# ---- ame_num_compare ----
### M1 wires, ame_num_compare

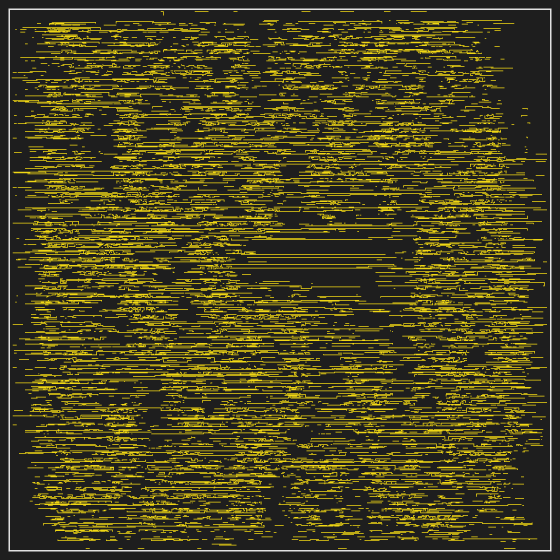

--- config.mk ---
export PLATFORM = sky130hd
export DESIGN_NAME = ame_num_compare
export DESIGN_NICKNAME = d
export VERILOG_FILES = /design/src/rtl/ame_num_compare.sv
export SDC_FILE = /design/constraint.sdc
export NUM_CORES = 1
export LEC_CHECK = 0
export ABC_AREA = 1
export CAP_MARGIN = 20
export CORE_MARGIN = 2
export CORE_UTILIZATION = 57
export DETAILED_ROUTE_END_ITERATION = 8
export PLACE_DENSITY = 0.92
export SYNTH_ARGS = -nofsm -noshare
export SYNTH_HDL_FRONTEND = slang
export SYNTH_SLANG_ARGS = --single-unit
export TNS_END_PERCENT = 50
--- constraint.sdc ---
create_clock -name clk_i -period 3 [get_ports clk_i]
set_clock_uncertainty 0.05 [all_clocks]
set_input_delay 0.9 -clock clk_i [delete_from_list [all_inputs] [get_ports clk_i]]
set_output_delay 0.9 -clock clk_i [all_outputs]
set_load 0.01 [all_outputs]
--- src/rtl/ame_num_compare.sv ---
// rtl/ame_num_compare.sv - 3-stage pipelined 6-input unsigned min/argmin finder
// Ties resolve to the lower candidate index at every stage.
module ame_num_compare #(
    parameter int COMP_DATA_BITS     = 64,
    parameter int COMP_DATA_IDX_BITS = 3
) (
    input  logic                                clk_i,
    input  logic                                rst_n_i,
    input  logic                                comp_init_i,
    input  logic [5:0][COMP_DATA_BITS-1:0]      comp_data_i,
    output logic                                comp_done_o,
    output logic [COMP_DATA_BITS-1:0]           comp_data_o,
    output logic [COMP_DATA_IDX_BITS-1:0]       comp_data_idx_o
);

    typedef logic [COMP_DATA_BITS-1:0]     data_t;
    typedef logic [COMP_DATA_IDX_BITS-1:0] idx_t;

    // stage 1 registers
    data_t a_q, b_q, c_q;
    idx_t  a_idx_q, b_idx_q, c_idx_q;
    logic  v1_q;
    // stage 2 registers
    data_t d_q, c2_q;
    idx_t  d_idx_q, c2_idx_q;
    logic  v2_q;
    // stage 3 registers
    data_t out_q;
    idx_t  out_idx_q;
    logic  done_q;

    data_t a_d, b_d, c_d, d_d, out_d;
    idx_t  a_idx_d, b_idx_d, c_idx_d, d_idx_d, out_idx_d;

    // Strict less-than keeps the left (lower-index) operand on equality.
    always_comb begin
        a_d     = comp_data_i[0];
        a_idx_d = idx_t'(0);
        if (comp_data_i[1] < comp_data_i[0]) begin
            a_d     = comp_data_i[1];
            a_idx_d = idx_t'(1);
        end
        b_d     = comp_data_i[2];
        b_idx_d = idx_t'(2);
        if (comp_data_i[3] < comp_data_i[2]) begin
            b_d     = comp_data_i[3];
            b_idx_d = idx_t'(3);
        end
        c_d     = comp_data_i[4];
        c_idx_d = idx_t'(4);
        if (comp_data_i[5] < comp_data_i[4]) begin
            c_d     = comp_data_i[5];
            c_idx_d = idx_t'(5);
        end
        d_d     = a_q;
        d_idx_d = a_idx_q;
        if (b_q < a_q) begin
            d_d     = b_q;
            d_idx_d = b_idx_q;
        end
        out_d     = d_q;
        out_idx_d = d_idx_q;
        if (c2_q < d_q) begin
            out_d     = c2_q;
            out_idx_d = c2_idx_q;
        end
    end

    // Data registers load every cycle; only the valid bits qualify them.
    always_ff @(posedge clk_i or negedge rst_n_i) begin
        if (!rst_n_i) begin
            a_q       <= '0;
            b_q       <= '0;
            c_q       <= '0;
            a_idx_q   <= '0;
            b_idx_q   <= '0;
            c_idx_q   <= '0;
            v1_q      <= 1'b0;
            d_q       <= '0;
            c2_q      <= '0;
            d_idx_q   <= '0;
            c2_idx_q  <= '0;
            v2_q      <= 1'b0;
            out_q     <= '0;
            out_idx_q <= '0;
            done_q    <= 1'b0;
        end else begin
            a_q       <= a_d;
            b_q       <= b_d;
            c_q       <= c_d;
            a_idx_q   <= a_idx_d;
            b_idx_q   <= b_idx_d;
            c_idx_q   <= c_idx_d;
            v1_q      <= comp_init_i;
            d_q       <= d_d;
            c2_q      <= c_q;
            d_idx_q   <= d_idx_d;
            c2_idx_q  <= c_idx_q;
            v2_q      <= v1_q;
            out_q     <= out_d;
            out_idx_q <= out_idx_d;
            done_q    <= v2_q;
        end
    end

    assign comp_done_o     = done_q;
    assign comp_data_o     = out_q;
    assign comp_data_idx_o = out_idx_q;

endmodule

# ---- dir_step_ctrl ----
[src/rtl/dir_step_pkg.sv]
// Shared types and defaults for the direction/step controller.
// Debounce FSM encoding, counter width and default timing parameters.
package dir_step_pkg;

  typedef enum logic [1:0] {
    ST_IDLE_LOW   = 2'd0,
    ST_CHECK_HIGH = 2'd1,
    ST_IDLE_HIGH  = 2'd2,
    ST_CHECK_LOW  = 2'd3
  } db_state_t;

  localparam int CNT_W        = 16;
  localparam int DB_LIMIT_DEF = 16;
  localparam int TICK_DIV_DEF = 8;

endpackage

[src/rtl/btn_debounce.sv]
// Pushbutton conditioner: 2-flop synchronizer, level debounce FSM with a
// stability counter, and a one-cycle pulse on each accepted press.
module btn_debounce
  import dir_step_pkg::*;
#(
  parameter int DB_LIMIT = DB_LIMIT_DEF
) (
  input  logic clk,
  input  logic reset,
  input  logic i_btn,
  output logic o_press
);

  localparam logic [CNT_W-1:0] LIMIT_M1 = CNT_W'(DB_LIMIT - 1);

  logic             r_sync1, r_sync2;
  db_state_t        r_state, w_state_nxt;
  logic [CNT_W-1:0] r_cnt, w_cnt_nxt;

  // NOTE: sequential state uses non-blocking assignments so every flop samples
  // pre-edge values; with blocking, r_sync2 would copy the new r_sync1 and the
  // synchronizer would collapse into a single flop.
  always_ff @(posedge clk or posedge reset) begin
    if (reset) begin
      r_sync1 <= 1'b0;
      r_sync2 <= 1'b0;
      r_state <= ST_IDLE_LOW;
      r_cnt   <= '0;
    end else begin
      r_sync1 <= i_btn;
      r_sync2 <= r_sync1;
      r_state <= w_state_nxt;
      r_cnt   <= w_cnt_nxt;
    end
  end

  // NOTE: every output of this block is assigned a default first, so paths
  // that leave a signal untouched cannot infer a latch.
  always_comb begin
    w_state_nxt = r_state;
    w_cnt_nxt   = r_cnt;
    o_press     = 1'b0;
    case (r_state)
      ST_IDLE_LOW: begin
        if (r_sync2) begin
          w_state_nxt = ST_CHECK_HIGH;
          w_cnt_nxt   = '0;
        end
      end
      ST_CHECK_HIGH: begin
        if (!r_sync2) begin
          w_state_nxt = ST_IDLE_LOW;
        end else if (r_cnt == LIMIT_M1) begin
          w_state_nxt = ST_IDLE_HIGH;
          o_press     = 1'b1;
        end else begin
          w_cnt_nxt = r_cnt + CNT_W'(1);
        end
      end
      ST_IDLE_HIGH: begin
        if (!r_sync2) begin
          w_state_nxt = ST_CHECK_LOW;
          w_cnt_nxt   = '0;
        end
      end
      ST_CHECK_LOW: begin
        // Release acceptance only returns to IDLE_LOW; it raises no event.
        if (r_sync2) begin
          w_state_nxt = ST_IDLE_HIGH;
        end else if (r_cnt == LIMIT_M1) begin
          w_state_nxt = ST_IDLE_LOW;
        end else begin
          w_cnt_nxt = r_cnt + CNT_W'(1);
        end
      end
      default: w_state_nxt = ST_IDLE_LOW;
    endcase
  end

endmodule

[src/rtl/dir_step_ctrl.sv]
// Direction toggle and step-rate generator for an up/down counter.
// Define DIR_STEP_PAUSE_EN to add a debounced btn_pause run/stop control.
module dir_step_ctrl
  import dir_step_pkg::*;
#(
  parameter int DB_LIMIT = DB_LIMIT_DEF,
  parameter int TICK_DIV = TICK_DIV_DEF
) (
  input  logic clk,
  input  logic reset,
  input  logic btn_dir,
`ifdef DIR_STEP_PAUSE_EN
  input  logic btn_pause,
`endif
  output logic up_down,
  output logic step,
  output logic dir_pulse
);

  localparam logic [CNT_W-1:0] TICK_M1 = CNT_W'(TICK_DIV - 1);

  logic             w_dir_press;
  logic             w_run;
  logic             w_tick;
  logic [CNT_W-1:0] r_presc;

  btn_debounce #(.DB_LIMIT(DB_LIMIT)) u_dir_db (
    .clk     (clk),
    .reset   (reset),
    .i_btn   (btn_dir),
    .o_press (w_dir_press)
  );

`ifdef DIR_STEP_PAUSE_EN
  logic w_pause_press;
  logic r_run;

  btn_debounce #(.DB_LIMIT(DB_LIMIT)) u_pause_db (
    .clk     (clk),
    .reset   (reset),
    .i_btn   (btn_pause),
    .o_press (w_pause_press)
  );

  always_ff @(posedge clk or posedge reset) begin
    if (reset)              r_run <= 1'b1;
    else if (w_pause_press) r_run <= ~r_run;
  end

  assign w_run = r_run;
`else
  assign w_run = 1'b1;
`endif

  // While stopped the prescaler holds its count so the period resumes mid-way.
  assign w_tick = w_run && (r_presc == TICK_M1);

  always_ff @(posedge clk or posedge reset) begin
    if (reset) begin
      r_presc   <= '0;
      step      <= 1'b0;
      up_down   <= 1'b1;
      dir_pulse <= 1'b0;
    end else begin
      if (w_run) r_presc <= (r_presc == TICK_M1) ? '0 : r_presc + CNT_W'(1);
      step      <= w_tick;
      dir_pulse <= w_dir_press;
      if (w_dir_press) up_down <= ~up_down;
    end
  end

endmodule

[config.mk]
export PLATFORM = sky130hd
export DESIGN_NAME = dir_step_ctrl
export DESIGN_NICKNAME = d
export VERILOG_FILES = /design/src/rtl/dir_step_pkg.sv /design/src/rtl/btn_debounce.sv /design/src/rtl/dir_step_ctrl.sv
export SDC_FILE = /design/constraint.sdc
export NUM_CORES = 1
export LEC_CHECK = 0
export ABC_CLOCK_PERIOD_IN_PS = 2500
export CORE_ASPECT_RATIO = 1.25
export CORE_MARGIN = 5
export CORE_UTILIZATION = 60
export CTS_BUF_LIST = sky130_fd_sc_hd__clkbuf_4
export CTS_CLUSTER_DIAMETER = 50
export DETAILED_ROUTE_END_ITERATION = 7
export PLACE_DENSITY_LB_ADDON = 0.25
export SKIP_LAST_GASP = 1
export SLEW_MARGIN = 20
export SYNTH_ARGS = -nofsm -noshare
export SYNTH_HDL_FRONTEND = slang
export SYNTH_HIERARCHICAL = 1
export SYNTH_SLANG_ARGS = --single-unit
[constraint.sdc]
create_clock -name clk -period 2.5 [get_ports clk]
set_input_delay 0.5 -clock clk [delete_from_list [all_inputs] [get_ports clk]]
set_output_delay 0.5 -clock clk [all_outputs]
set_load 0.005 [all_outputs]

==> layout pictures side by side <==
Cells colored by class.
Fill, decap, tap and diode cells in gray.
picture 1
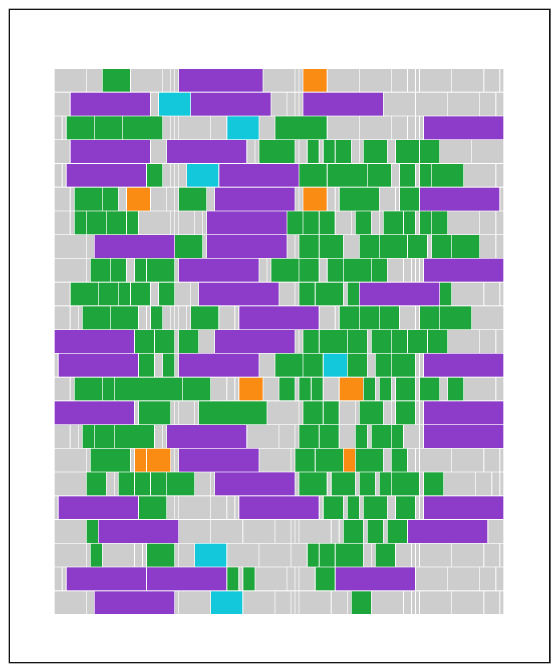
picture 2
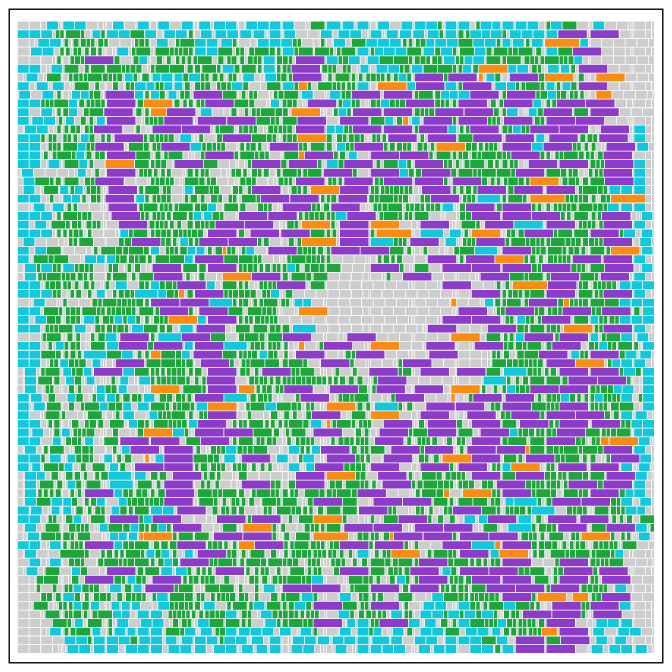
Picture 1 is dir_step_ctrl.
Picture 2 is ame_num_compare.
The one with the most sequential cells is picture 2.
The one with the most cells is picture 2.

Key to picture 2:
Key: all other logic = green [cells 2,293, share of their area 41%]; clock drivers and dummy loads = orange [cells 73, share of their area 4.7%]; flip-flops = purple [cells 398, share of their area 33%]; other buffers and delay cells = cyan [cells 662, share of their area 21%]

### Wiring heat map, ame_num_compare

The bar under the picture is 50 µm long. 20 x 20 tiles, from dark blue (low) to red (high), scaled to the fullest tile. Values are wire area over tile area, all layers added.
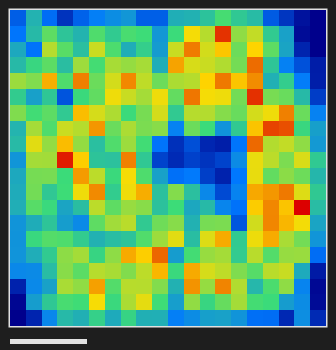
1.5% of the tiles are nearly empty. 53% of the tiles are over half the peak. The mean over all tiles is 0.31. The fullest tile reaches 0.62.
final wirelength: 76.52 mm
Vias: 22,030
DR WL/cell: 19.32 µm
total track usage: 36.58%

About 'M1 wires' of ame_num_compare:
The wires run mostly horizontal. The longest straight run is 64.9 µm. 3,774 nets have wire on it.
GR Util met1: 45.31%

==> reports/qor.txt, ame_num_compare <==
Clock-pin transition on the worst setup and hold timing paths -> 0.07 ns
Core ar. -> 39,730 µm²
RSZ-0062 raised after global routing -> true
Cell area after layout -> 30,870 µm²
Slowest stage delay, CP -> 0.47 ns
Drt first pass iters -> 6
# IOs -> 455
Dpl cells -> 3,877
YS chip area -> 22,980 µm²
Buffering overhead -> 20.70%
Sequential cell power -> 7.40 mW
Comb area -> 10,990 µm²
Final hold violations -> 0
Buffer levels on the longest clock path -> 3
Top cell family by delay on the critical path -> simple AND/OR/NAND/NOR gates
Die Wd -> 204.8 µm
Crit-path cells -> clkdlybuf4s50_1 -> inv_1 -> ha_1 -> nand2_1 -> inv_1 -> nand3_1 -> nor3_1 -> nand2_1 -> nand2_1 -> nand2_1 -> nand2_1 -> nand2_2 -> nand2_4 -> buf_12 -> nand2_1 -> nand2_1
Highest-count logic cell in the final layout -> nand2_1
Max-cap viol count -> 0
Reg2Reg Launch Point -> a_q[45]
Cell area after placement -> 29,390 µm²
Hold-fix buffers, CTS -> 0
# Post-CTS Setup Buffers -> 0
Pleak -> 16.72 nW
FF-to-FF path depth -> 11
Area growth, synth to finish -> 34.33%
Sink Count -> 398
Utilization after layout -> 77.69%
Yosys aoi share -> 4.879%
Total gr overflow -> 0
Remaining DRCs -> 0
Outcome -> finished, final reports clean
Largest power group -> sequential cells
Number of enable flip-flop cells -> 0
DP Wirelength -> 58.36 mm
Final std cells w/o fill -> 3,960
Combinational gates -> 1,911
Post-synth top area share -> 43.34%
CTS tree -> built
ClkCell Share -> 4.577%
Most used cell along the critical path -> nand2_1
Worst Setup SP -> comp_data_i[271]
-- ame_num_compare: metal layers --
layer / track usage [%] / up-vias / share of wire, %
li1: - / 10160 / -
met1: 45.31 / 10300 / 37
met2: 61.53 / 1267 / 48
met3: 7.095 / 297 / 9.1
met4: 17.44 / 4 / 5.3
met5: 0 / - / 0.030
-- ame_num_compare: repair_timing --
action / in CTS / in global routing
setup endpoints to repair: 15 / 71
resized: 1 / 5
pin swaps: 0 / 1
cloned: 0 / 1
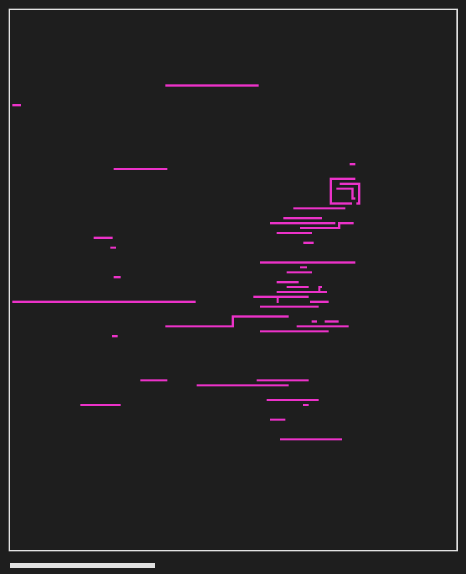
*Metal 3, dir_step_ctrl*
The bar under the picture is 20 µm long.
The layer holds 5.5% of the routed length. The longest straight run is 25.1 µm. The wires run mostly horizontal.
final wirelength: 4.239 mm
Vias: 1,598
met3 Use GR: 4.460%

==> reports/qor.txt, dir_step_ctrl <==
Cell area after synthesis -> 2009 µm²
Worst Hold Endpoint -> u_dir_db/r_sync2
DR WL/cell -> 17.74 µm
Synth Instances -> 194
Nets@finish -> 206
Total gr overflow -> 0
YS chip area -> 2009 µm²
Worst slew margin -> 49.35%
FF-to-FF path depth -> 5
Sink Count -> 39
First-pass GRT wire length -> 7.300 mm
GR Util met1 -> 24.97%
Dpl cells -> 231
Core utilization at floorplan -> 62.34%
RSZ-0062 raised after global routing -> false
HP Class -> flop to flop
Switching share of power -> 26.25%
Comb power frac -> 6.4%
# resized after CTS -> 0
Metal3 WL -> 231 µm
Drt first pass iters -> 5
Non-CTS inverters -> 7
DRT met1 WL -> 1.629 mm
Initial antenna violation count -> 0
Htree depth -> 2
Critical Path End Type -> flop
DP Wirelength -> 3.002 mm
Antenna Nets Post-Route -> 0
Clk pwr -> 0.327 mW
Hold_ws -> 0.3668 ns
Final std cells w/o fill -> 239
Psw -> 0.2801 mW
Outcome -> finished, final reports clean
Buffer levels on the longest clock path -> 2
Startpoint Class -> flop
Cell area after layout -> 2131 µm²
Flops -> 39
# Taps -> 37
Top FF cell, synth -> dfrtp_1
Synthesized area per cell -> 10.36 µm²
Cell type with the largest total area -> dfrtp_1
Slowest stage delay, CP -> 0.49 ns
XORs/XNORs by Area -> 8.655%
F_max -> 0.5000 GHz
Pleak -> 0.9637 nW
R2R Setup Slk -> 0.50 ns
Core ar. -> 3223 µm²
Fillers -> 263
Largest net degree at the start of global routing -> 21
Bufs w/o clock -> 6
Logic share of the area -> 45.57%
Via density -> 6.686
Clock power share -> 30.7%
Setup WS post-layout -> 0.4999 ns
Combinational gates -> 142
Mux cell area share after synthesis -> 1.557%
Max-cap viol count -> 0
# Post-CTS Setup Buffers -> 0
Row count -> 23
[dir_step_ctrl: sequential cells by signal, indices dropped and copies added (netlist names), named ones only]
name              cells
u_dir_db/r_sync2      1
dir_pulse             1
u_dir_db/r_sync1      1
r_presc              16
up_down               1
u_dir_db/r_cnt       16
step                  1
u_dir_db/r_state      1
[dir_step_ctrl: worst max-delay path, delay by kind of cell (launching register included)]
kind,cells,cell delay (ns)
compound gates,1,0.18
fa+ha+maj,1,0.28
flops,1,0.46
simple gates,3,1.00

Power and IR drop assume default switching activity.
